######## design 1 ########
--- config.mk ---
export PLATFORM = sky130hd
export DESIGN_NAME = player_hazard_monitor
export DESIGN_NICKNAME = d
export VERILOG_FILES = /design/src/rtl/player_hazard_monitor.sv
export SDC_FILE = /design/constraint.sdc
export NUM_CORES = 1
export LEC_CHECK = 0
export ABC_AREA = 1
export CAP_MARGIN = 20
export CORE_ASPECT_RATIO = 2
export CORE_MARGIN = 2
export CORE_UTILIZATION = 38
export CTS_CLUSTER_DIAMETER = 150
export DETAILED_ROUTE_END_ITERATION = 6
export GPL_ROUTABILITY_DRIVEN = 0
export SETUP_SLACK_MARGIN = 0.15
export SLEW_MARGIN = 20
export SYNTH_ARGS = -nofsm -noshare
export SYNTH_HDL_FRONTEND = slang
export SYNTH_SLANG_ARGS = --single-unit
--- constraint.sdc ---
create_clock -name frame_clk -period 5.54 [get_ports frame_clk]
set_input_delay 1.108 -clock frame_clk [delete_from_list [all_inputs] [get_ports frame_clk]]
set_output_delay 1.108 -clock frame_clk [all_outputs]
set_load 0.05 [all_outputs]
--- src/rtl/player_hazard_monitor.sv ---
// Player-versus-obstacle hazard monitor: per-frame overlap test and the death/fade/respawn/grace sequence.
// Optional feature macro GOD_MODE_EN adds a God_Mode input that suppresses new deaths while ALIVE.
module player_hazard_monitor #(
    parameter int NUM_CIRCLES  = 4,
    parameter int FADE_FRAMES  = 30,
    parameter int GRACE_FRAMES = 60
) (
    input  logic                     Reset,
    input  logic                     frame_clk,
`ifdef GOD_MODE_EN
    input  logic                     God_Mode,
`endif
    input  logic [9:0]               PlayerX,
    input  logic [9:0]               PlayerY,
    input  logic [9:0]               PlayerS,
    input  logic [10*NUM_CIRCLES-1:0] Circle_X,
    input  logic [10*NUM_CIRCLES-1:0] Circle_Y,
    input  logic [10*NUM_CIRCLES-1:0] Circle_S,
    input  logic [NUM_CIRCLES-1:0]   Circle_En,
    output logic                     Respawn,
    output logic                     Dead,
    output logic                     Invuln,
    output logic [3:0]               Fade_Level,
    output logic [2:0]               Hit_Index,
    output logic [15:0]              Death_Count
);

    typedef enum logic [1:0] {ALIVE, DYING, RESPAWN, GRACE} state_t;

    localparam logic [7:0] FADE_LAST  = 8'(FADE_FRAMES - 1);
    localparam logic [7:0] GRACE_LAST = 8'(GRACE_FRAMES - 1);

    state_t      state_q, state_d;
    logic [7:0]  cnt_q, cnt_d;
    logic        respawn_q, respawn_d;
    logic        dead_q, dead_d;
    logic        invuln_q, invuln_d;
    logic [3:0]  fade_q, fade_d;
    logic [2:0]  hit_idx_q, hit_idx_d;
    logic [15:0] death_cnt_q, death_cnt_d;

    logic [NUM_CIRCLES-1:0] hit_vec;
    logic                   hit_any;
    logic [2:0]             hit_idx;

    // Unsigned distances (larger minus smaller) against an 11-bit reach so nothing wraps.
    for (genvar gi = 0; gi < NUM_CIRCLES; gi++) begin : g_hit
        logic [9:0]  cx, cy, cs, dx, dy;
        logic [10:0] reach;
        assign cx    = Circle_X[10*gi +: 10];
        assign cy    = Circle_Y[10*gi +: 10];
        assign cs    = Circle_S[10*gi +: 10];
        assign dx    = (PlayerX >= cx) ? (PlayerX - cx) : (cx - PlayerX);
        assign dy    = (PlayerY >= cy) ? (PlayerY - cy) : (cy - PlayerY);
        assign reach = {1'b0, PlayerS} + {1'b0, cs};
        assign hit_vec[gi] = Circle_En[gi] && ({1'b0, dx} <= reach) && ({1'b0, dy} <= reach);
    end

`ifdef GOD_MODE_EN
    assign hit_any = (|hit_vec) && !God_Mode;
`else
    assign hit_any = |hit_vec;
`endif

    always_comb begin
        hit_idx = 3'd0;
        for (int i = NUM_CIRCLES - 1; i >= 0; i--) begin
            if (hit_vec[i]) hit_idx = 3'(i);
        end
    end

    function automatic logic [3:0] fade_of(input logic [7:0] c);
        logic [11:0] q;
        q = ({4'b0, c} << 4) / 12'(FADE_FRAMES);
        return (q > 12'd15) ? 4'd15 : q[3:0];
    endfunction

    always_comb begin
        state_d     = state_q;
        cnt_d       = cnt_q;
        hit_idx_d   = hit_idx_q;
        death_cnt_d = death_cnt_q;
        respawn_d   = 1'b0;
        dead_d      = 1'b0;
        invuln_d    = 1'b0;
        fade_d      = 4'd0;

        case (state_q)
            ALIVE: begin
                if (hit_any) begin
                    state_d   = DYING;
                    cnt_d     = 8'd0;
                    hit_idx_d = hit_idx;
                    if (death_cnt_q != 16'hFFFF) death_cnt_d = death_cnt_q + 16'd1;
                end
            end
            DYING: begin
                if (cnt_q == FADE_LAST) state_d = RESPAWN;
                else                    cnt_d   = cnt_q + 8'd1;
            end
            RESPAWN: begin
                cnt_d   = 8'd0;
                state_d = (GRACE_FRAMES == 0) ? ALIVE : GRACE;
            end
            GRACE: begin
                if (cnt_q == GRACE_LAST) begin
                    state_d = ALIVE;
                    cnt_d   = 8'd0;
                end else begin
                    cnt_d = cnt_q + 8'd1;
                end
            end
            default: state_d = ALIVE;
        endcase

        // Outputs are decoded from the next state so the registers show the post-edge state.
        case (state_d)
            DYING: begin
                dead_d = 1'b1;
                fade_d = fade_of(cnt_d);
            end
            RESPAWN: begin
                respawn_d = 1'b1;
                fade_d    = 4'd15;
            end
            GRACE:   invuln_d = 1'b1;
            default: ;
        endcase
    end

    always_ff @(posedge frame_clk or posedge Reset) begin
        if (Reset) begin
            state_q     <= ALIVE;
            cnt_q       <= 8'd0;
            respawn_q   <= 1'b0;
            dead_q      <= 1'b0;
            invuln_q    <= 1'b0;
            fade_q      <= 4'd0;
            hit_idx_q   <= 3'd0;
            death_cnt_q <= 16'd0;
        end else begin
            state_q     <= state_d;
            cnt_q       <= cnt_d;
            respawn_q   <= respawn_d;
            dead_q      <= dead_d;
            invuln_q    <= invuln_d;
            fade_q      <= fade_d;
            hit_idx_q   <= hit_idx_d;
            death_cnt_q <= death_cnt_d;
        end
    end

    assign Respawn     = respawn_q;
    assign Dead        = dead_q;
    assign Invuln      = invuln_q;
    assign Fade_Level  = fade_q;
    assign Hit_Index   = hit_idx_q;
    assign Death_Count = death_cnt_q;

endmodule

Figure 1. I/O pins on the die edge (design 1).
Drawn at 2 px/um. Pins as bars across the die edge, other pins in grey.
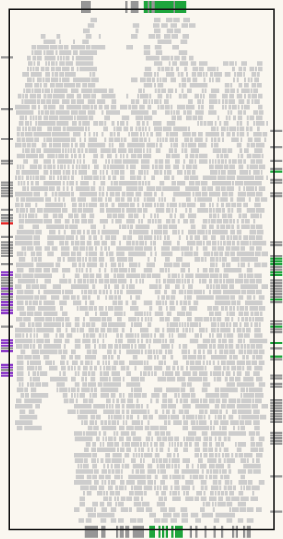
- `Circle_S`: green (pins 40; direction input; edge 19 top, 11 bottom, 10 right)
- `Death_Count`: purple (pins 16; direction output; edge left)
- `Respawn`: red (pins 1; direction output; edge left)
DIE WIDTH: 132 um
Die Y: 259 um

==> qor.csv <==
metric;value;unit
most used routing layer;met2;
Data required, critical path;5.76;ns
DR vias;15300;
cell count along the critical path;59;
worst endpoint data arrival time;7.57;ns
part of the power in combinational logic;0.854;
comb_multi_in;1459;
status;finished with violations;
ys flops;35;
inverters;327;
Clock Latency Late Sink;0.29;ns
setup ws final;-1.81;ns
WHS Endpoint;Death_Count[14];
CP endpoint kind;flip-flop;
hold_sp;Death_Count[14];
Simple-Gate Area Share;0.227;
end of the critical path;Fade_Level[0];
fillers;2830;
Yosys cell types;58;
Setup violations, final;19;
dominant class by area;combinational gates;
failing checks;setup timing;
top-count cell post-synth;nand2_1;
Figure 2. Cell outlines without signal wires (design 1).
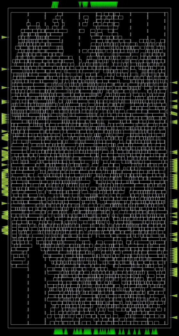
Util after Layout: 0.654
Site Rows: 93
# Taps: 427
flop count: 35
Non-Filler Instances: 3009

==> layout by cell type (no fill, tap or decap), types with 24 or more instances in the layout <==
cell type,n
buf_4,525
nand2_1,330
inv_1,285
ha_1,232
a21oi_1,149
clkdlybuf4s50_1,116
o21ai_0,86
nor2_1,76
nand3_1,57
xor2_1,55
xnor2_1,53
ha_4,44
nand2_2,41
dlygate4sd2_1,41
buf_6,37
dfrtp_1,35
a21oi_2,27
inv_2,24
==> stage by stage <==
stage               utilization  instances  total power [mW]
finish                    0.654       3009              4.70
global route              0.654       3009              5.12
CTS                       0.634       2991              4.43
detailed placement        0.586       2925              3.80
global placement          0.586       2925              3.72
floorplan                     -       1841              2.39
==> power groups by stage <==
| stage | clock [mW] | combinational [mW] | sequential [mW] |
|---|---|---|---|
| floorplan | 0 | 1.88 | 0.516 |
| global placement | 0 | 3.34 | 0.380 |
| detailed placement | 0 | 3.42 | 0.379 |
| CTS | 0.304 | 3.75 | 0.379 |
| global route | 0.317 | 4.42 | 0.390 |
| finish | 0.302 | 4.02 | 0.383 |
==> what timing repair did <==
item                                    in CTS  in global routing
pin swaps                                  106                 82
endpoints found under the setup margin      31                 27
resized                                    308                124
setup buffers                               58                 19

######## design 2 ########
Figure 3. Cell sizes after repair (design 2).
Drawn at 4 px/um.
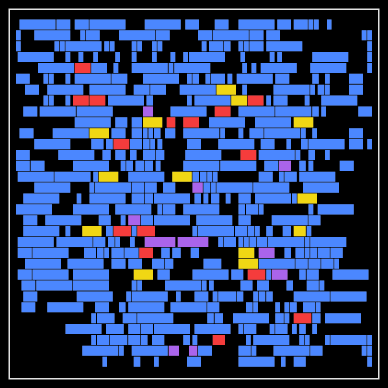
==> config.mk <==
export PLATFORM = sky130hd
export DESIGN_NAME = seg7_scan_decoder
export DESIGN_NICKNAME = d
export VERILOG_FILES = /design/src/rtl/seg7_scan_decoder.sv
export SDC_FILE = /design/constraint.sdc
export NUM_CORES = 1
export LEC_CHECK = 0
export ABC_CLOCK_PERIOD_IN_PS = 9600
export CORE_UTILIZATION = 55
export CTS_BUF_LIST = sky130_fd_sc_hd__clkbuf_8
export CTS_CLUSTER_SIZE = 16
export DETAILED_ROUTE_END_ITERATION = 6
export GPL_ROUTABILITY_DRIVEN = 0
export HOLD_SLACK_MARGIN = 0.06
export PLACE_DENSITY_LB_ADDON = 0.15
export SLEW_MARGIN = 30
export SYNTH_ARGS = -nofsm -noshare
export SYNTH_HDL_FRONTEND = slang
export SYNTH_SLANG_ARGS = --single-unit
==> constraint.sdc <==
create_clock -name clk -period 9.6 [get_ports clk]
set_input_delay 2.88 -clock clk [delete_from_list [all_inputs] [get_ports clk]]
set_output_delay 2.88 -clock clk [all_outputs]
set_load 0.02 [all_outputs]
==> src/rtl/seg7_scan_decoder.sv <==
// seg7_scan_decoder: rebuilds 4 BCD digits from a multiplexed 7-seg scan bus.
// Optional BCD->binary converter enabled by defining BCD_TO_BIN_EN.
module seg7_scan_decoder #(
  parameter int STABLE_CYCLES   = 16,
  parameter int TIMEOUT_CYCLES  = 1048576,
  parameter bit SCAN_ACTIVE_LOW = 1'b1,
  parameter bit SEG_ACTIVE_LOW  = 1'b1
) (
  input  logic        clk,
  input  logic        rst,
  input  logic [3:0]  ScanEn,
  input  logic [7:0]  DataIn,
  output logic [15:0] DataOut,
  output logic [3:0]  DigitErr,
  output logic        FrameValid,
  output logic        ScanLost,
  output logic [13:0] BinOut,
  output logic        BinValid
);

  localparam int CW = $clog2(STABLE_CYCLES + 1);
  localparam int WW = $clog2(TIMEOUT_CYCLES + 1);
  localparam logic [CW-1:0] CNT_MAX = CW'(STABLE_CYCLES);
  localparam logic [CW-1:0] CAP_AT  = CW'(STABLE_CYCLES - 2);
  localparam logic [WW-1:0] WD_MAX  = WW'(TIMEOUT_CYCLES);
  localparam logic [WW-1:0] WD_LAST = WW'(TIMEOUT_CYCLES - 1);

  logic [3:0]      scan_s1, scan_s2;
  logic [6:0]      seg_s1, seg_s2;
  logic [3:0]      en, prev_en;
  logic [6:0]      pat, prev_pat;
  logic [CW-1:0]   stab_cnt;
  logic [WW-1:0]   wd_cnt;
  logic            one_hot, adv, capture;
  logic            frame_done, timeout;
  logic [1:0]      idx;
  logic [3:0]      nib;
  logic            nib_err;
  logic [3:0]      mask, mask_nx;
  logic [3:0][3:0] shadow;
  logic [3:0]      err_sh;
  logic            unused_dp;

  // The decimal point never carries digit information.
  assign unused_dp = DataIn[7];

  function automatic logic [4:0] glyph_dec(input logic [6:0] p);
    logic [4:0] r;
    r = 5'h1F;
    unique case (p)
      7'h3F:   r = 5'h00;
      7'h06:   r = 5'h01;
      7'h5B:   r = 5'h02;
      7'h4F:   r = 5'h03;
      7'h66:   r = 5'h04;
      7'h6D:   r = 5'h05;
      7'h7D:   r = 5'h06;
      7'h07:   r = 5'h07;
      7'h7F:   r = 5'h08;
      7'h6F:   r = 5'h09;
      default: r = 5'h1F;
    endcase
    return r;
  endfunction

  // Two-flop synchroniser for the asynchronous scan bus.
  always_ff @(posedge clk or posedge rst) begin
    if (rst) begin
      scan_s1 <= '0;
      scan_s2 <= '0;
      seg_s1  <= '0;
      seg_s2  <= '0;
    end else begin
      scan_s1 <= ScanEn;
      scan_s2 <= scan_s1;
      seg_s1  <= DataIn[6:0];
      seg_s2  <= seg_s1;
    end
  end

  assign en  = SCAN_ACTIVE_LOW ? ~scan_s2 : scan_s2;
  assign pat = SEG_ACTIVE_LOW  ? ~seg_s2  : seg_s2;

  // One-hot check and digit index of the enabled position.
  always_comb begin
    one_hot = 1'b1;
    idx     = 2'd0;
    case (en)
      4'b0001: idx = 2'd0;
      4'b0010: idx = 2'd1;
      4'b0100: idx = 2'd2;
      4'b1000: idx = 2'd3;
      default: one_hot = 1'b0;
    endcase
  end

  assign {nib_err, nib} = glyph_dec(pat);
  assign adv        = one_hot && (en == prev_en) && (pat == prev_pat);
  assign capture    = adv && (stab_cnt == CAP_AT);
  assign frame_done = &mask;
  assign timeout    = !capture && (wd_cnt == WD_LAST);

  // Dwell counter: runs while the same digit shows the same pattern.
  always_ff @(posedge clk or posedge rst) begin
    if (rst) begin
      prev_en  <= '0;
      prev_pat <= '0;
      stab_cnt <= '0;
    end else begin
      prev_en  <= en;
      prev_pat <= pat;
      if (!adv)
        stab_cnt <= '0;
      else if (stab_cnt != CNT_MAX)
        stab_cnt <= stab_cnt + CW'(1);
    end
  end

  // Next capture mask: frame end or timeout clears, capture sets.
  always_comb begin
    mask_nx = mask;
    if (frame_done || timeout)
      mask_nx = '0;
    if (capture)
      mask_nx[idx] = 1'b1;
  end

  // Capture mask and per-digit shadow registers.
  always_ff @(posedge clk or posedge rst) begin
    if (rst) begin
      mask   <= '0;
      shadow <= '0;
      err_sh <= '0;
    end else begin
      mask <= mask_nx;
      if (capture) begin
        shadow[idx] <= nib;
        err_sh[idx] <= nib_err;
      end
    end
  end

  // Publish a complete frame.
  always_ff @(posedge clk or posedge rst) begin
    if (rst) begin
      DataOut    <= '0;
      DigitErr   <= '0;
      FrameValid <= 1'b0;
    end else begin
      FrameValid <= frame_done;
      if (frame_done) begin
        DataOut  <= shadow;
        DigitErr <= err_sh;
      end
    end
  end

  // Watchdog on capture activity; a capture always beats a timeout.
  always_ff @(posedge clk or posedge rst) begin
    if (rst) begin
      wd_cnt   <= '0;
      ScanLost <= 1'b0;
    end else if (capture) begin
      wd_cnt   <= '0;
      ScanLost <= 1'b0;
    end else begin
      if (wd_cnt != WD_MAX)
        wd_cnt <= wd_cnt + WW'(1);
      if (timeout)
        ScanLost <= 1'b1;
    end
  end

`ifdef BCD_TO_BIN_EN
  logic        busy;
  logic [1:0]  step;
  logic [13:0] acc, acc_nx;
  logic [3:0]  digit;

  // Digit feed, thousands first.
  always_comb begin
    digit = '0;
    unique case (step)
      2'd0: digit = DataOut[15:12];
      2'd1: digit = DataOut[11:8];
      2'd2: digit = DataOut[7:4];
      2'd3: digit = DataOut[3:0];
    endcase
    acc_nx = acc * 14'd10 + {10'd0, digit};
  end

  // Iterative acc*10+digit conversion, restarted by every new frame.
  always_ff @(posedge clk or posedge rst) begin
    if (rst) begin
      busy     <= 1'b0;
      step     <= '0;
      acc      <= '0;
      BinOut   <= '0;
      BinValid <= 1'b0;
    end else begin
      BinValid <= 1'b0;
      if (frame_done) begin
        busy <= 1'b1;
        step <= '0;
        acc  <= '0;
      end else if (busy) begin
        if (step == 2'd3) begin
          BinOut   <= (|DigitErr) ? 14'd0 : acc_nx;
          BinValid <= 1'b1;
          busy     <= 1'b0;
        end else begin
          acc  <= acc_nx;
          step <= step + 2'd1;
        end
      end
    end
  end
`else
  assign BinOut   = '0;
  assign BinValid = 1'b0;
`endif

endmodule
==> qor.csv <==
metric;value;unit
final hold violation count;0;
status;complete, no violations;
dpl hpwl;4810;um
Rel. slew slack;0.470;
DR vias;2796;
CP Max Fanout;2;
Worst Clk Skew;0.0136;ns
ys flop type;dfrtp_1;
Clk pwr share;0.355;
yosys synthesis chip area;0.00446;mm2
IO Port Bufs;34;
power per standard cell area;150;mW/mm2
root buf cell;clkbuf_8;
critical path, cell by cell;clkdlybuf4s50_1;
power share of the sequential group;0.605;
Die Y;92.0;um
post-route minimum period;4.24;ns
Final TNS setup;0;ns
Routed WL per cell;13.3;um
most used routing layer;met2;
Notes on Figure 3 above:
- x6 and larger: yellow (cells 13)
- x2: red (cells 15)
- x1 and smaller: blue (cells 400)
- x3 and x4: purple (cells 10)
Non-Clock Buffer Count: 36
Design Area, Final: 0.00502 mm2
setup ws final: 5.36 ns

[kinds of logic after synthesis]
kind of cell | count (synthesis) | synth area share
simple gates | 148 | 0.174
flops | 105 | 0.590
buf+inv | 56 | 0.0629
xor+xnor | 35 | 0.0688
compound gates | 26 | 0.0374
mux | 22 | 0.0528
fa+ha+maj | 5 | 0.0140
other cells | 1 | 0.000842
[stage by stage]
stage	instances	total power [mW]	instance area (um2)
floorplan	412	0.489	4510
global placement	524	0.494	4830
detailed placement	524	0.495	4830
CTS	540	0.760	5020
global route	540	0.782	5020
finish	540	0.752	5020
[registers in the layout (all words and copies together), names as in the netlist]
signal / flops
wd_cnt: 21
scan_s1: 4
DataOut: 16
FrameValid: 1
shadow: 16
stab_cnt: 5
DigitErr: 4
seg_s1: 7
err_sh: 4
ScanLost: 1
prev_en: 4
scan_s2: 4
seg_s2: 7
mask: 4
prev_pat: 7
[cell type report]
class | count | area, um2 | share of cell area
Sequential cell | 105 | 2630 | 0.523
Tap cell | 102 | 128 | 0.0254
Multi-Input combinational cell | 251 | 1600 | 0.319
Clock inverter | 6 | 56.3 | 0.0112
Clock buffer | 10 | 138 | 0.0274
Inverter | 30 | 115 | 0.0229
Timing Repair Buffer | 36 | 355 | 0.0708

######## design 3 ########
--- src/rtl/mem_access_ctrl.sv ---
// Datapath-to-memory access FSM: request seen in IDLE, mem_req from next cycle, DONE one cycle after mem_ack; stall holds the pipeline meanwhile.
// Optional BUSY watchdog under `define MEM_ACCESS_TIMEOUT_EN (expiry without ack -> sticky ERR).
module mem_access_ctrl #(
  parameter int TIMEOUT_CYCLES = 16
) (
  input  logic        clk,
  input  logic        reset,
  input  logic        memRead,
  input  logic        memWrite,
  input  logic [3:0]  xferSize,
  input  logic [63:0] address,
  input  logic [63:0] wrData,
  output logic        stall,
  output logic [63:0] rdData,
  output logic        rdValid,
  output logic        err,
  output logic        mem_req,
  output logic        mem_we,
  output logic [63:0] mem_addr,
  output logic [63:0] mem_wdata,
  output logic [3:0]  mem_size,
  input  logic        mem_ack,
  input  logic [63:0] mem_rdata
);

  typedef enum logic [1:0] {IDLE, BUSY, DONE, ERR} state_t;

  state_t      state_q, state_d;
  logic [63:0] addr_q, addr_d;
  logic [63:0] wdata_q, wdata_d;
  logic [63:0] rdata_q, rdata_d;
  logic [3:0]  size_q, size_d;
  logic        we_q, we_d;

  logic size_dw, size_byte, req_legal, req_any;

  assign req_any   = memRead | memWrite;
  assign size_dw   = (xferSize == 4'b1000);
  assign size_byte = (xferSize == 4'b0001);
  // Byte accesses may sit at any address; doublewords must be 8-byte aligned.
  assign req_legal = size_byte | (size_dw & (address[2:0] == 3'b000));

`ifdef MEM_ACCESS_TIMEOUT_EN
  localparam int CW = $clog2(TIMEOUT_CYCLES + 1);
  logic [CW-1:0] cnt_q, cnt_d;
  logic          timeout_hit;
  assign timeout_hit = (cnt_q == CW'(TIMEOUT_CYCLES - 1));
`else
  logic unused_timeout_param;
  assign unused_timeout_param = (TIMEOUT_CYCLES > 0);
`endif

  always_comb begin
    state_d = state_q;
    addr_d  = addr_q;
    wdata_d = wdata_q;
    rdata_d = rdata_q;
    size_d  = size_q;
    we_d    = we_q;
    stall   = 1'b0;
    mem_req = 1'b0;
    rdValid = 1'b0;
    err     = 1'b0;
`ifdef MEM_ACCESS_TIMEOUT_EN
    cnt_d   = cnt_q;
`endif
    case (state_q)
      IDLE: begin
`ifdef MEM_ACCESS_TIMEOUT_EN
        cnt_d = '0;
`endif
        if (req_any) begin
          stall = 1'b1;
          if (req_legal) begin
            addr_d  = address;
            wdata_d = wrData;
            size_d  = xferSize;
            we_d    = memWrite;
            state_d = BUSY;
          end else begin
            state_d = ERR;
          end
        end
      end
      BUSY: begin
        stall   = 1'b1;
        mem_req = 1'b1;
        // An ack landing on the expiry cycle still completes the access.
        if (mem_ack) begin
          state_d = DONE;
          if (!we_q) begin
            rdata_d = (size_q == 4'b0001) ? {56'd0, mem_rdata[7:0]} : mem_rdata;
          end
        end
`ifdef MEM_ACCESS_TIMEOUT_EN
        else if (timeout_hit) begin
          state_d = ERR;
        end else begin
          cnt_d = cnt_q + CW'(1);
        end
`endif
      end
      DONE: begin
        rdValid = ~we_q;
        state_d = IDLE;
      end
      ERR: begin
        stall = 1'b1;
        err   = 1'b1;
      end
      default: state_d = IDLE;
    endcase
  end

  always_ff @(posedge clk) begin
    if (reset) begin
      state_q <= IDLE;
      addr_q  <= '0;
      wdata_q <= '0;
      rdata_q <= '0;
      size_q  <= '0;
      we_q    <= 1'b0;
`ifdef MEM_ACCESS_TIMEOUT_EN
      cnt_q   <= '0;
`endif
    end else begin
      state_q <= state_d;
      addr_q  <= addr_d;
      wdata_q <= wdata_d;
      rdata_q <= rdata_d;
      size_q  <= size_d;
      we_q    <= we_d;
`ifdef MEM_ACCESS_TIMEOUT_EN
      cnt_q   <= cnt_d;
`endif
    end
  end

  assign mem_we    = mem_req & we_q;
  assign mem_addr  = addr_q;
  assign mem_wdata = wdata_q;
  assign mem_size  = size_q;
  assign rdData    = rdata_q;

endmodule

--- config.mk ---
export PLATFORM = sky130hd
export DESIGN_NAME = mem_access_ctrl
export DESIGN_NICKNAME = d
export VERILOG_FILES = /design/src/rtl/mem_access_ctrl.sv
export SDC_FILE = /design/constraint.sdc
export NUM_CORES = 1
export LEC_CHECK = 0
export CORE_AREA = 2 2 158 160
export CTS_CLUSTER_DIAMETER = 80
export DETAILED_ROUTE_END_ITERATION = 12
export DIE_AREA = 0 0 160 162
export GPL_TIMING_DRIVEN = 0
export PLACE_DENSITY = 0.66
export SYNTH_ARGS = -nofsm -noshare
export SYNTH_HDL_FRONTEND = slang
export SYNTH_SLANG_ARGS = --single-unit
--- constraint.sdc ---
create_clock -name clk -period 2.2 [get_ports clk]
set_input_delay 0.66 -clock clk [delete_from_list [all_inputs] [get_ports clk]]
set_output_delay 0.66 -clock clk [all_outputs]
set_load 0.03 [all_outputs]
==> qor.csv <==
metric;value;unit
Worst Setup Path Type;flip-flop to output pin;
Top non-seq family;AND-OR/OR-AND gates;
max-slew violations;0;
reg2reg setup slack;0.18;ns
status;finished with violations;
setup ws final;-0.0527;ns
routability cong.;0.883;
slowest CP cell;dfxtp_4;
Post-synth area hogs;dfxtp_1 54%, a21oi_1 9.6%, nand3_1 8.8%, o21ai_1 7.3%, a22oi_1 5.7%;
sw frac;0.367;
worst hold slack;0.455;ns
worst slack, placed;-1.65;ns
# Taps;324;
Yosys top cell area share;0.540;
Initial Util;0.306;
most frequent CP cell;buf_6;
post-route ant nets;0;
# IOs;402;
DRC;0;
Clock Latency Late Sink;0.43;ns
Clock-cell share;0.0464;
DIE WIDTH;160;um
yosys synthesis chip area;0.00738;mm2
DR vias;8080;
top-count cell post-synth;dfxtp_1;
ANT cells;1;
root buf cell;clkbuf_16;
Worst-path clk slew;0.08;ns
worst endpoint data arrival time;1.59;ns
initial antenna violation count;1;
peak per-stage delay on the critical path;0.37;ns
Comb area share;0.239;
Clk pwr share;0.296;
Setup violations, final;1;
final hold violation count;0;
Design Area, Final;0.0126;mm2
yosys warns;0;
failing checks;setup timing;
Synth Area in Adders;0.0102;
clock sink count;199;
inverters;5;
Worst Clk Skew;0.0144;ns
max cap viols;0;
synthesized cell area;0.00738;mm2
dpl cells;1578;
==> metrics by stage <==
stage,TNS (ns),utilization
after detailed placement,-101.12,0.489
after global placement,-99.07,0.489
after floorplan,0,-
after CTS,-0.105,0.520
after global routing,-0.489,0.523
final,-0.0527,0.523
==> layer usage <==
metal  vias to the layer above  GRT usage  wire length (um)
met3                        49     0.0886              2790
met2                       347      0.404             15200
met4                         0     0.0885               880
met5                         -          0                 0
li1                       3899          -                 -
met1                      3785      0.240             11400
==> path summary, 6_finish.rpt <==
kind,from,depth (start not counted),endpoint
worst max-delay path,state_q[0],7,stall
worst min-delay path,rdData[4],2,rdData[4]
worst max register to register,state_q[0],7,rdData[32]
worst min register to register,rdData[4],2,rdData[4]
==> tightest hold or removal path: cells and delay by family (launching register included) <==
family	cells	cell delay [ns]
DFF	1	0.31
and+or+nand+nor	1	0.05
AOI/OAI and AO/OA	1	0.05
==> cell usage in the layout (no fill, tap or decap), types with 18 or more instances in the layout <==
master	instances
buf_2	25
o21ai_1	107
a22oi_1	56
clkbuf_1	40
nand3_1	130
nor2_1	61
clkbuf_16	18
clkdlybuf4s50_1	376
a21oi_1	140
o21ai_0	23
dfxtp_1	197
Figure 4. Cell outlines without signal wires (design 3).
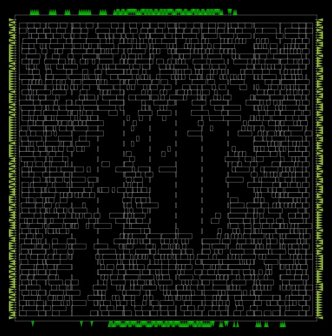
Core ar.: 0.0241 mm2
fillers: 2333

Figure 5. Cell sizes after repair (design 3).
Drawn at 3 px/um.
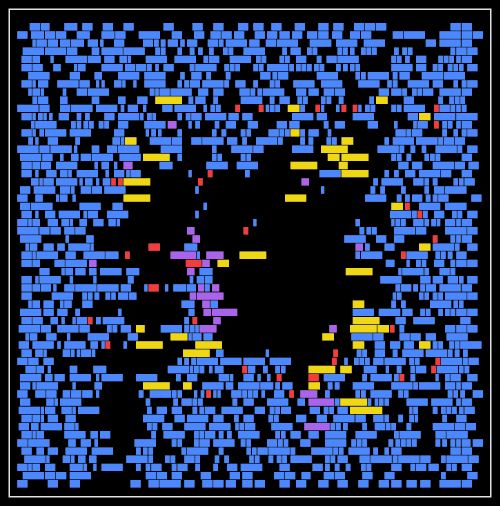
- x1 and smaller: blue (cells 1196)
- x2: red (cells 34)
- x6 and larger: yellow (cells 41)
- x3 and x4: purple (cells 24)
area delta synth->final: 70.7%
setup ws final: -0.0527 ns
Non-Clock Buffer Count: 502


######## design 4 ########
Figure 6. Cell outlines without signal wires (design 4).
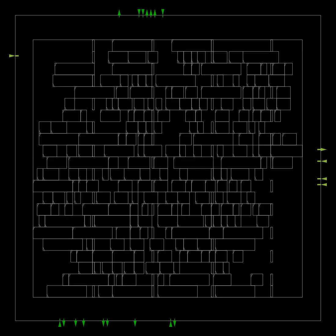
===== src/rtl/simon_pkg.sv =====
// rtl/simon_pkg.sv - shared types, config tables and LFSR matrices for the Simon z-sequence generator
package simon_pkg;

  localparam int NUM_CFG = 10;
  localparam int LN      = 5;
  localparam int NMAT    = 6;

  typedef enum logic [3:0] {
    CFG_32_64   = 4'd0,
    CFG_48_72   = 4'd1,
    CFG_48_96   = 4'd2,
    CFG_64_96   = 4'd3,
    CFG_64_128  = 4'd4,
    CFG_96_96   = 4'd5,
    CFG_96_144  = 4'd6,
    CFG_128_128 = 4'd7,
    CFG_128_192 = 4'd8,
    CFG_128_256 = 4'd9
  } cfg_e;

  typedef enum logic [1:0] {
    ST_IDLE,
    ST_SEEK,
    ST_READY,
    ST_DONE
  } zseq_state_e;

  // Row i holds the taps of next-state bit i; bit k of a row selects current bit k.
  typedef logic [LN-1:0][LN-1:0] mat_t;

  localparam mat_t MAT_U  = {5'b10001, 5'b10000, 5'b01001, 5'b00100, 5'b00010};
  localparam mat_t MAT_V  = {5'b00001, 5'b10000, 5'b01001, 5'b00100, 5'b00110};
  localparam mat_t MAT_W  = {5'b00001, 5'b10000, 5'b01001, 5'b00100, 5'b00010};
  localparam mat_t MAT_UR = {5'b01000, 5'b11100, 5'b00010, 5'b00001, 5'b11000};
  localparam mat_t MAT_VR = {5'b01000, 5'b10100, 5'b00010, 5'b00011, 5'b10000};
  localparam mat_t MAT_WR = {5'b01000, 5'b10100, 5'b00010, 5'b00001, 5'b10000};

  // Index 0..2 forward (u, v, w); index 3..5 the matching inverses.
  localparam logic [NMAT-1:0][LN-1:0][LN-1:0] LFSR_MATS =
    {MAT_WR, MAT_VR, MAT_UR, MAT_W, MAT_V, MAT_U};

  localparam logic [LN-1:0] ENC_SEED = 5'b10000;

  localparam logic [6:0] ROUNDS [NUM_CFG] =
    '{7'd32, 7'd36, 7'd36, 7'd42, 7'd44, 7'd52, 7'd54, 7'd68, 7'd69, 7'd72};

  localparam logic [2:0] ZSEL [NUM_CFG] =
    '{3'd0, 3'd0, 3'd1, 3'd2, 3'd3, 3'd2, 3'd3, 3'd2, 3'd3, 3'd4};

  function automatic logic is_legal_cfg(input logic [3:0] c);
    return c <= CFG_128_256;
  endfunction

  function automatic logic [6:0] cfg_rounds(input logic [3:0] c);
    logic [6:0] r;
    r = '0;
    for (int k = 0; k < NUM_CFG; k++)
      if (c == 4'(k)) r = ROUNDS[k];
    return r;
  endfunction

  function automatic logic [2:0] cfg_zsel(input logic [3:0] c);
    logic [2:0] z;
    z = '0;
    for (int k = 0; k < NUM_CFG; k++)
      if (c == 4'(k)) z = ZSEL[k];
    return z;
  endfunction

endpackage


===== src/rtl/simon_zseq_gen_rt_lfsr.sv =====
// rtl/simon_zseq_gen_rt_lfsr.sv - GF(2) matrix-stepped LFSR with one-hot runtime matrix select
module lfsr_multi_config #(
  parameter int N = 5,
  parameter int C = 6,
  parameter logic [C-1:0][N-1:0][N-1:0] MATRICES = '0
) (
  input  logic         clk,
  input  logic         arst_n,
  input  logic         load,
  input  logic [N-1:0] seed,
  input  logic         step,
  input  logic [C-1:0] conf_sel,
  output logic         out
);

  logic [N-1:0]        state_q;
  logic [N-1:0]        state_nxt;
  logic [N-1:0][N-1:0] mat;

  always_comb begin
    mat = '0;
    for (int c = 0; c < C; c++)
      if (conf_sel[c]) mat = mat | MATRICES[c];
    state_nxt = '0;
    for (int i = 0; i < N; i++)
      state_nxt[i] = ^(mat[i] & state_q);
  end

  always_ff @(posedge clk or negedge arst_n) begin
    if (!arst_n)
      state_q <= '0;
    else if (load)
      state_q <= seed;
    else if (step)
      state_q <= state_nxt;
  end

  assign out = state_q[N-1];

endmodule


===== src/rtl/simon_zseq_gen_rt.sv =====
// rtl/simon_zseq_gen_rt.sv - runtime-configurable Simon z-sequence generator with decrypt fast-forward
module simon_zseq_gen_rt
  import simon_pkg::*;
#(
  parameter int RND_W  = 7,
  parameter int LFSR_N = 5
) (
  input  logic             clk,
  input  logic             arst_n,
  input  logic [3:0]       cfg_i,
  input  logic             mode_i,
  input  logic             start_i,
  input  logic             adv_i,
  output logic             z_o,
  output logic [RND_W-1:0] round_o,
  output logic             ready_o,
  output logic             last_o,
  output logic             done_o,
  output logic             cfg_err_o
);

  zseq_state_e      state_q, state_d;
  logic [3:0]       cfg_q, cfg_d;
  logic             mode_q, mode_d;
  logic             t_q, t_d;
  logic             err_q, err_d;
  logic [RND_W-1:0] round_q, round_d;
  logic [RND_W-1:0] seek_q, seek_d;
  logic [RND_W-1:0] t_last;
  logic [2:0]       zsel;
  logic [2:0]       mat_base;
  logic [2:0]       mat_idx;
  logic [NMAT-1:0]  conf_sel;
  logic             rev;
  logic             at_last;
  logic             lfsr_load, lfsr_step, lfsr_out;

  assign t_last  = RND_W'(cfg_rounds(cfg_q)) - RND_W'(1);
  assign zsel    = cfg_zsel(cfg_q);
  assign at_last = (round_q == t_last);

  // Seeking always runs forward; only the decrypt READY phase walks backward.
  assign rev = mode_q & (state_q == ST_READY);

  always_comb begin
    case (zsel)
      3'd0, 3'd2: mat_base = 3'd0;
      3'd1, 3'd3: mat_base = 3'd1;
      default:    mat_base = 3'd2;
    endcase
    mat_idx  = mat_base + (rev ? 3'd3 : 3'd0);
    conf_sel = NMAT'(1) << mat_idx;
  end

  always_comb begin
    state_d   = state_q;
    cfg_d     = cfg_q;
    mode_d    = mode_q;
    t_d       = t_q;
    err_d     = err_q;
    round_d   = round_q;
    seek_d    = seek_q;
    lfsr_load = 1'b0;
    lfsr_step = 1'b0;
    if (start_i) begin
      cfg_d     = cfg_i;
      mode_d    = mode_i;
      t_d       = 1'b0;
      round_d   = '0;
      seek_d    = '0;
      lfsr_load = 1'b1;
      err_d     = !is_legal_cfg(cfg_i);
      if (!is_legal_cfg(cfg_i))
        state_d = ST_IDLE;
      else if (mode_i)
        state_d = ST_SEEK;
      else
        state_d = ST_READY;
    end else begin
      case (state_q)
        ST_SEEK: begin
          lfsr_step = 1'b1;
          t_d       = ~t_q;
          if (seek_q == t_last - RND_W'(1))
            state_d = ST_READY;
          else
            seek_d = seek_q + RND_W'(1);
        end
        ST_READY: begin
          if (adv_i) begin
            // The final bit parks the sequence; nothing steps past T-1.
            if (at_last) begin
              state_d = ST_DONE;
            end else begin
              lfsr_step = 1'b1;
              t_d       = ~t_q;
              round_d   = round_q + RND_W'(1);
            end
          end
        end
        default: ;
      endcase
    end
  end

  always_ff @(posedge clk or negedge arst_n) begin
    if (!arst_n) begin
      state_q <= ST_IDLE;
      cfg_q   <= '0;
      mode_q  <= 1'b0;
      t_q     <= 1'b0;
      err_q   <= 1'b0;
      round_q <= '0;
      seek_q  <= '0;
    end else begin
      state_q <= state_d;
      cfg_q   <= cfg_d;
      mode_q  <= mode_d;
      t_q     <= t_d;
      err_q   <= err_d;
      round_q <= round_d;
      seek_q  <= seek_d;
    end
  end

  lfsr_multi_config #(
    .N        (LFSR_N),
    .C        (NMAT),
    .MATRICES (LFSR_MATS)
  ) u_lfsr (
    .clk      (clk),
    .arst_n   (arst_n),
    .load     (lfsr_load),
    .seed     (ENC_SEED),
    .step     (lfsr_step),
    .conf_sel (conf_sel),
    .out      (lfsr_out)
  );

  assign z_o       = lfsr_out ^ ((zsel >= 3'd2) & t_q);
  assign round_o   = round_q;
  assign ready_o   = (state_q == ST_READY);
  assign last_o    = ready_o & at_last;
  assign done_o    = (state_q == ST_DONE);
  assign cfg_err_o = err_q;

endmodule


===== config.mk =====
export PLATFORM = sky130hd
export DESIGN_NAME = simon_zseq_gen_rt
export DESIGN_NICKNAME = d
export VERILOG_FILES = /design/src/rtl/simon_pkg.sv /design/src/rtl/simon_zseq_gen_rt_lfsr.sv /design/src/rtl/simon_zseq_gen_rt.sv
export SDC_FILE = /design/constraint.sdc
export NUM_CORES = 1
export LEC_CHECK = 0
export ABC_AREA = 0
export CORE_MARGIN = 4
export CORE_UTILIZATION = 57
export DETAILED_ROUTE_END_ITERATION = 7
export DONT_BUFFER_PORTS = 1
export PLACE_DENSITY = 0.8
export SYNTH_ARGS = -nofsm -noshare
export SYNTH_HDL_FRONTEND = slang
export SYNTH_HIERARCHICAL = 1
export SYNTH_SLANG_ARGS = --single-unit

===== constraint.sdc =====
create_clock -name clk -period 4.2 [get_ports clk]
set_input_delay 0.63 -clock clk [delete_from_list [all_inputs] [get_ports clk]]
set_output_delay 0.63 -clock clk [all_outputs]
set_load 0.01 [all_outputs]

==> qor.csv <==
metric;value;unit
status;complete, no violations;
Routed WL per cell;14.9;um
Worst Tran Pin Value;0.663;ns
# Cells Yosys;255;
sw frac;0.356;
sequential cell area;701;um2
worst reg2reg path depth;13;
CP Max Fanout;13;
Yosys top cell area share;0.310;
WL met1;2220;um
Synth Seq Share;0.310;
f_max;265;MHz
Bufs and invs on worst path;1;
GRT met2 Usage;0.288;
synthesized cell area;0.00226;mm2
Design Power;0.764;mW
# IOs;21;
largest net degree at the start of global routing;42;
Core ar.;0.00374;mm2
Post-synth area hogs;dfrtp_1 31%, xnor2_1 7.8%, xor2_1 5.0%, ha_1 3.9%, nor2_1 3.8%;
grt total ovfl;0;
IO Port Bufs;0;
total die area;0.00504;mm2
root buf cell;clkbuf_8;
ys flops;28;
DRC;0;
final hold violation count;0;
Yosys cell types;65;
ys flop type;dfrtp_1;
clock group total power;0.145;mW
most used routing layer;met2;
slowest CP cell;dfrtp_1;
DR vias;1701;
Comb. pwr;0.288;mW
Worst Setup SP;cfg_q[1];
Commonest cells post-synth;28 x dfrtp_1, 23 x nor2_1, 20 x xnor2_1, 17 x nand2_1, 16 x a21oi_1;
area delta synth->final;2.27;%
met1 usage;0.281;
power per standard cell area;330;mW/mm2
peak per-stage delay on the critical path;0.55;ns
vias in the first global route;1600;
ys async rst share;1.00;
power share of the sequential group;0.434;
Lkg Pwr;0.974;nW
Worst Setup Path Type;flip-flop to output pin;
Net Sw Power;0.272;mW
CP endpoint kind;output pin;
dpl hpwl;3320;um
peak supply drop;0.195;mV
fin crit share;0.899;
Setup violations, final;0;
leading area contributor after synthesis;dfrtp_1;
yosys warns;6;
R2R Path Start;cfg_q[1];
post_cts resized;0;
first-pass GRT wire length;7880;um
routability cong.;0.935;
Power Sequential;0.331;mW
Final TNS setup;0;ns
max-slew violations;0;
hold bufs inserted after CTS;0;
Post-Syn Area per Cell;8.86;um2
Tool Warnings;28;
all-layer global routing usage;0.191;
post-route minimum period;3.78;ns
yosys synthesis chip area;0.00226;mm2
total internal power;0.492;mW
## Picture notes: Figure 6
Util after Layout: 0.617
fillers: 351
Site Rows: 22

## cell type report
cell class                 instances  area share
sequential                        28       0.303
timing repair buffer               2     0.00650
clock buffer                       3      0.0179
inverter                          12      0.0195
tap                               48      0.0260
multi-input combinational        205       0.627
## logic make-up after synthesis
group	Yosys count	synth area share
multiplexers	7	0.0349
adder cells (fa/ha/maj)	8	0.0476
AND/OR/NAND/NOR	92	0.221
other	2	0.00332
AND-OR/OR-AND	57	0.174
XOR/XNOR	36	0.155
flip-flops	28	0.310
buffers and inverters	25	0.0537
## layout by cell type, fill, tap and decap left out, types with 4 or more instances in the layout
cell type   n
nor3_1      7
a21oi_1    16
ha_1        7
conb_1      5
nand4_1     8
dfrtp_1    28
xor2_1     13
nor2b_1     4
o21ai_0    11
nor3b_1     7
xnor2_1    20
nand2_1    17
nand3_1     7
inv_1      11
nor2_1     23
## per-stage QoR
step | hold WS [ns] | instances
5_1_grt | 0.0152 | 298
4_1_cts | 0.0275 | 298
6_report | 0.0372 | 298
2_1_floorplan | 0.334 | 258
3_3_place_gp | 0.335 | 295
3_5_place_dp | 0.335 | 295

######## design 5 ########
$ cat src/rtl/mem_pkg.sv
// rtl/mem_pkg.sv - shared widths and response type for the memory request bridge
package mem_pkg;

  localparam int MEM_ADDR_W  = 16;
  localparam int BYTE_ADDR_W = 17;
  localparam int MEM_DATA_W  = 64;
  localparam int MEM_RD_LAT  = 2;

  // One read response as it travels the latency pipe and the response FIFO
  typedef struct packed {
    logic                  err;
    logic [MEM_DATA_W-1:0] rdata;
  } mem_resp_t;

endpackage

$ cat src/rtl/mem_resp_fifo.sv
// rtl/mem_resp_fifo.sv - fall-through response FIFO of mem_resp_t entries
module mem_resp_fifo
  import mem_pkg::*;
#(
  parameter int DEPTH = 4
) (
  input  logic      clock,
  input  logic      resetn,
  input  logic      push,
  input  mem_resp_t push_data,
  input  logic      pop,
  output mem_resp_t pop_data,
  output logic      full,
  output logic      empty
);

  localparam int AW = (DEPTH > 1) ? $clog2(DEPTH) : 1;
  localparam int CW = $clog2(DEPTH + 1);

  mem_resp_t         store [DEPTH];
  logic [AW-1:0]     wr_ptr;
  logic [AW-1:0]     rd_ptr;
  logic [CW-1:0]     count;
  logic              do_push;
  logic              do_pop;

  assign full     = (count == CW'(DEPTH));
  assign empty    = (count == '0);
  assign do_push  = push && !full;
  assign do_pop   = pop && !empty;
  assign pop_data = store[rd_ptr];

  // Entry storage carries no reset; contents are meaningless until pushed
  always_ff @(posedge clock) begin
    if (do_push) begin
      store[wr_ptr] <= push_data;
    end
  end

  // Pointers wrap at DEPTH so non-power-of-two depths work
  always_ff @(posedge clock or negedge resetn) begin
    if (!resetn) begin
      wr_ptr <= '0;
      rd_ptr <= '0;
      count  <= '0;
    end else begin
      if (do_push) begin
        wr_ptr <= (wr_ptr == AW'(DEPTH - 1)) ? '0 : wr_ptr + 1'b1;
      end
      if (do_pop) begin
        rd_ptr <= (rd_ptr == AW'(DEPTH - 1)) ? '0 : rd_ptr + 1'b1;
      end
      case ({do_push, do_pop})
        2'b10:   count <= count + 1'b1;
        2'b01:   count <= count - 1'b1;
        default: count <= count;
      endcase
    end
  end

endmodule

$ cat src/rtl/mem_req_bridge.sv
// rtl/mem_req_bridge.sv - valid/ready front end for the memory block; option MEM_BRIDGE_MISALIGN_CHK_EN
module mem_req_bridge
  import mem_pkg::*;
#(
  parameter int FIFO_DEPTH = 4
) (
  input  logic                   clock,
  input  logic                   resetn,
  input  logic                   req_valid,
  output logic                   req_ready,
  input  logic                   req_write,
  input  logic [BYTE_ADDR_W-1:0] req_addr,
  input  logic [7:0]             req_wstrb,
  input  logic [MEM_DATA_W-1:0]  req_wdata,
  output logic                   resp_valid,
  input  logic                   resp_ready,
  output logic [MEM_DATA_W-1:0]  resp_rdata,
  output logic                   resp_err,
  output logic [MEM_ADDR_W-1:0]  mem_addr,
  output logic [7:0]             mem_wen,
  output logic [MEM_DATA_W-1:0]  mem_wdata,
  input  logic [MEM_DATA_W-1:0]  mem_rdata
);

  localparam int CW = $clog2(FIFO_DEPTH + 1);

  logic [CW-1:0] cnt;
  logic          v1;
  logic          v2;
  logic          e2;
  logic          mis;
  logic          accept;
  logic          rd_acc;
  logic          hs;
  logic          fifo_push;
  logic          fifo_pop;
  logic          fifo_full;
  logic          fifo_empty;
  mem_resp_t     bypass;
  mem_resp_t     head;
  mem_resp_t     resp_sel;

  // Credits cover both in-flight reads and FIFO entries, so the FIFO never overflows
  assign req_ready = (cnt < CW'(FIFO_DEPTH));
  assign accept    = req_valid && req_ready;

`ifdef MEM_BRIDGE_MISALIGN_CHK_EN
  logic e1;

  assign mis = req_addr[0];

  // Error flag rides alongside the valid bits
  always_ff @(posedge clock or negedge resetn) begin
    if (!resetn) begin
      e1 <= 1'b0;
      e2 <= 1'b0;
    end else begin
      e1 <= accept && mis;
      e2 <= e1;
    end
  end
`else
  logic unused_addr_lsb;

  assign unused_addr_lsb = req_addr[0];
  assign mis             = 1'b0;
  assign e2              = 1'b0;
`endif

  // Misaligned writes are turned into error-carrying pseudo-reads
  assign rd_acc    = accept && (!req_write || mis);
  assign mem_addr  = req_addr[BYTE_ADDR_W-1:1];
  assign mem_wdata = req_wdata;
  assign mem_wen   = (accept && req_write && !mis) ? req_wstrb : 8'h00;

  assign bypass.err   = e2;
  assign bypass.rdata = e2 ? '0 : mem_rdata;
  assign resp_sel     = fifo_empty ? bypass : head;
  assign resp_valid   = v2 || !fifo_empty;
  assign resp_rdata   = resp_sel.rdata;
  assign resp_err     = resp_sel.err;
  assign hs           = resp_valid && resp_ready;

  // Arriving data is stored unless it leaves on the bypass path this cycle
  assign fifo_push = v2 && !(fifo_empty && resp_ready);
  assign fifo_pop  = !fifo_empty && resp_ready;

  // Read latency pipe matching the memory's two-cycle data return
  always_ff @(posedge clock or negedge resetn) begin
    if (!resetn) begin
      v1 <= 1'b0;
      v2 <= 1'b0;
    end else begin
      v1 <= rd_acc;
      v2 <= v1;
    end
  end

  // Credit counter: a credit returns only after its response handshakes
  always_ff @(posedge clock or negedge resetn) begin
    if (!resetn) begin
      cnt <= '0;
    end else begin
      case ({rd_acc, hs})
        2'b10:   cnt <= cnt + 1'b1;
        2'b01:   cnt <= cnt - 1'b1;
        default: cnt <= cnt;
      endcase
    end
  end

  mem_resp_fifo #(
    .DEPTH(FIFO_DEPTH)
  ) u_fifo (
    .clock    (clock),
    .resetn   (resetn),
    .push     (fifo_push),
    .push_data(bypass),
    .pop      (fifo_pop),
    .pop_data (head),
    .full     (fifo_full),
    .empty    (fifo_empty)
  );

endmodule

$ cat config.mk
export PLATFORM = sky130hd
export DESIGN_NAME = mem_req_bridge
export DESIGN_NICKNAME = d
export VERILOG_FILES = /design/src/rtl/mem_pkg.sv /design/src/rtl/mem_resp_fifo.sv /design/src/rtl/mem_req_bridge.sv
export SDC_FILE = /design/constraint.sdc
export NUM_CORES = 1
export LEC_CHECK = 0
export CAP_MARGIN = 30
export CORE_MARGIN = 2
export CORE_UTILIZATION = 42
export CTS_BUF_LIST = sky130_fd_sc_hd__clkbuf_16
export DETAILED_ROUTE_END_ITERATION = 8
export PLACE_DENSITY_LB_ADDON = 0.25
export SETUP_SLACK_MARGIN = 0.15
export SLEW_MARGIN = 0
export SYNTH_ARGS = -nofsm -noshare
export SYNTH_HDL_FRONTEND = slang
export SYNTH_SLANG_ARGS = --single-unit
$ cat constraint.sdc
create_clock -name clock -period 3.17 [get_ports clock]
set_input_delay 0.634 -clock clock [delete_from_list [all_inputs] [get_ports clock]]
set_output_delay 0.634 -clock clock [all_outputs]
set_load 0.05 [all_outputs]
Figure 7. Cell outlines without signal wires (design 5).
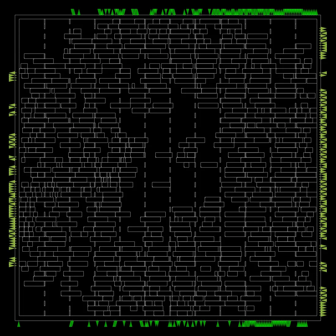
Util after Layout: 0.531
Seq area share: 0.564
flop count: 268
fillers: 2122
Site Rows: 60

==> qor.csv <==
metric;value;unit
status;complete, no violations;
Setup violations, final;0;
Post-CTS Setup Repair Bufs;7;
dominant class by area;registers;
fin crit share;0.952;
yosys synthesis chip area;0.0113;mm2
Data required, critical path;2.54;ns
largest net degree at the start of global routing;65;
cell count along the critical path;6;
clock buffer depth;3;
peak per-stage delay on the critical path;0.53;ns
area delta synth->final;25.3;%
vias per cell;5.28;
Design Area, Final;0.0142;mm2
sequential cell area;0.00799;mm2
final hold violation count;0;
total die area;0.0283;mm2
share of cells above drive strength 1;0.401;
CP endpoint kind;output pin;
inverters;11;
Post-Synthesis Cells;555;
comb_multi_in;174;
unrepaired setup endpoints after global routing;true;
post_cts resized;164;
DR vias;5396;
Synth Seq Share;0.706;
Syn Nets;722;
CTS tree;done;
hold bufs inserted after CTS;0;
top-count cell post-synth;edfxtp_1;
Routed WL per cell;21.9;um
Core ar.;0.0267;mm2
Rel. slew slack;0.628;
R2R Path Start;u_fifo.count[0];
Worst-path clk slew;0.06;ns
Post-synth area hogs;edfxtp_1 68%, mux4_2 13%, mux2_2 6.8%, buf_4 5.4%, dfrtp_1 2.7%;
Post-synth EDFFs;256;
worst slack, placed;0.308;ns
Tightest Hold Check Type;flip-flop to flip-flop;
Clock-cell share;0.0595;
Synth mux share;0.197;
DRT Pass-1 Iters;4;
reg2reg setup slack;0.91;ns
Figure 8. Logic cells by family (design 5).
Drawn at 3 px/um.
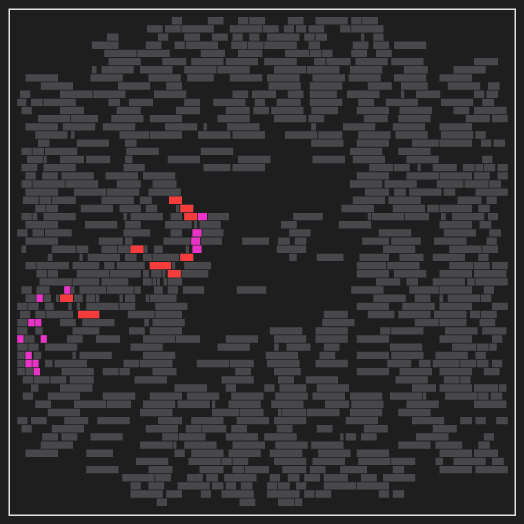
- and/or cells: magenta (cells 14; most used and2_1)
- fa/ha/maj cells: red (cells 9; most used ha_1)
Comb area share: 0.191
Non-Filler Instances: 1022
most numerous logic cell after layout: edfxtp_1

-- power breakdown --
part	internal [mW]	switching [mW]	total [mW]
sequential	4.20	0.136	4.34
combinational	3.42	3.93	7.35
clock	1.72	1.23	2.95
-- worst reg2reg max path, cell delays in order, from the launching register on --
cell	delay (ns)
dfrtp_1	0.42
nor3_2	0.09
buf_12	0.19
nor2b_1	0.28
ha_1	0.25
inv_1	0.07
fa_1	0.43
xor2_1	0.16
nor2_1	0.12
xor2_1	0.18
-- placed cells by master (no fill, tap or decap), drive strengths merged, types with 2 or more instances in the layout --
cell | Yosys | routed
mux4 | 64 | 64
mux2i | 2 | 2
clkbuf | 1 | 33
and2 | 13 | 13
ha | 7 | 7
nor2 | 5 | 5
fa | 2 | 2
clkinv | 0 | 11
buf | 101 | 94
inv | 11 | 20
dfrtp | 12 | 12
xor2 | 3 | 3
mux2 | 68 | 68
clkdlybuf4s50 | 0 | 77
xnor2 | 3 | 3
edfxtp | 256 | 256
-- per-layer routing --
layer,vias to the layer above,share of wire,global-route usage
li1,2331,-,-
met1,2804,0.42,0.221
met2,222,0.48,0.260
met3,39,0.074,0.0409
met4,0,0.019,0.0349
met5,-,0,0


## Gallery

Logic cells by family.
image #1
Drawn at 2 px/um.
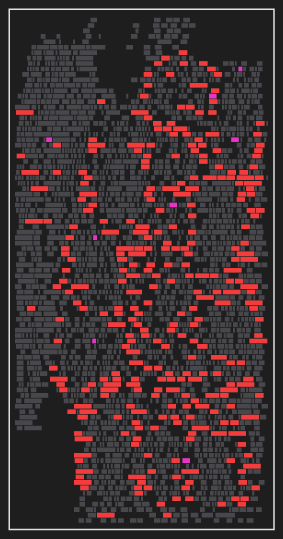
image #2
Drawn at 4 px/um.
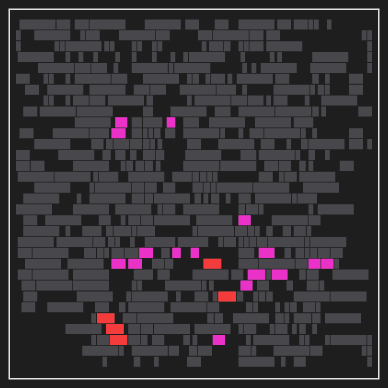
image #3
Drawn at 3 px/um.
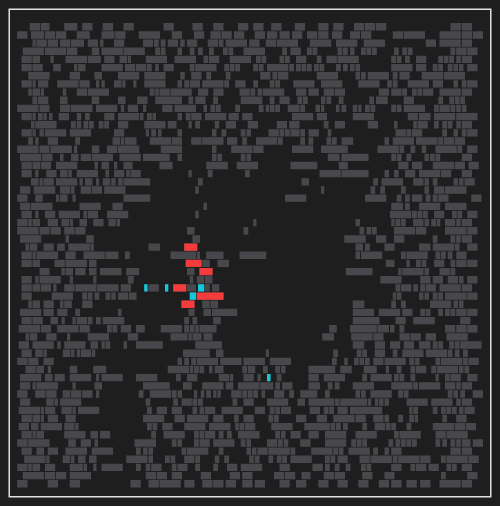
image #4
Drawn at 6 px/um.
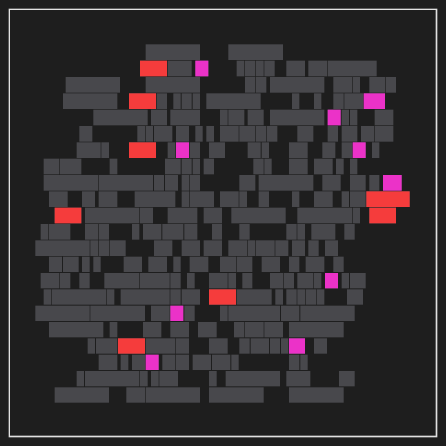
- design 2 = image #2
- design 3 = image #3
- design 1 = image #1
- design 4 = image #4
- smallest die: image #4

Key to image #3:
- fa/ha/maj cells: red (cells 6; most used ha_1)
- inv cells: cyan (cells 5; most used inv_1)

Power figures rest on the tool's default switching activity, not on a simulated workload.
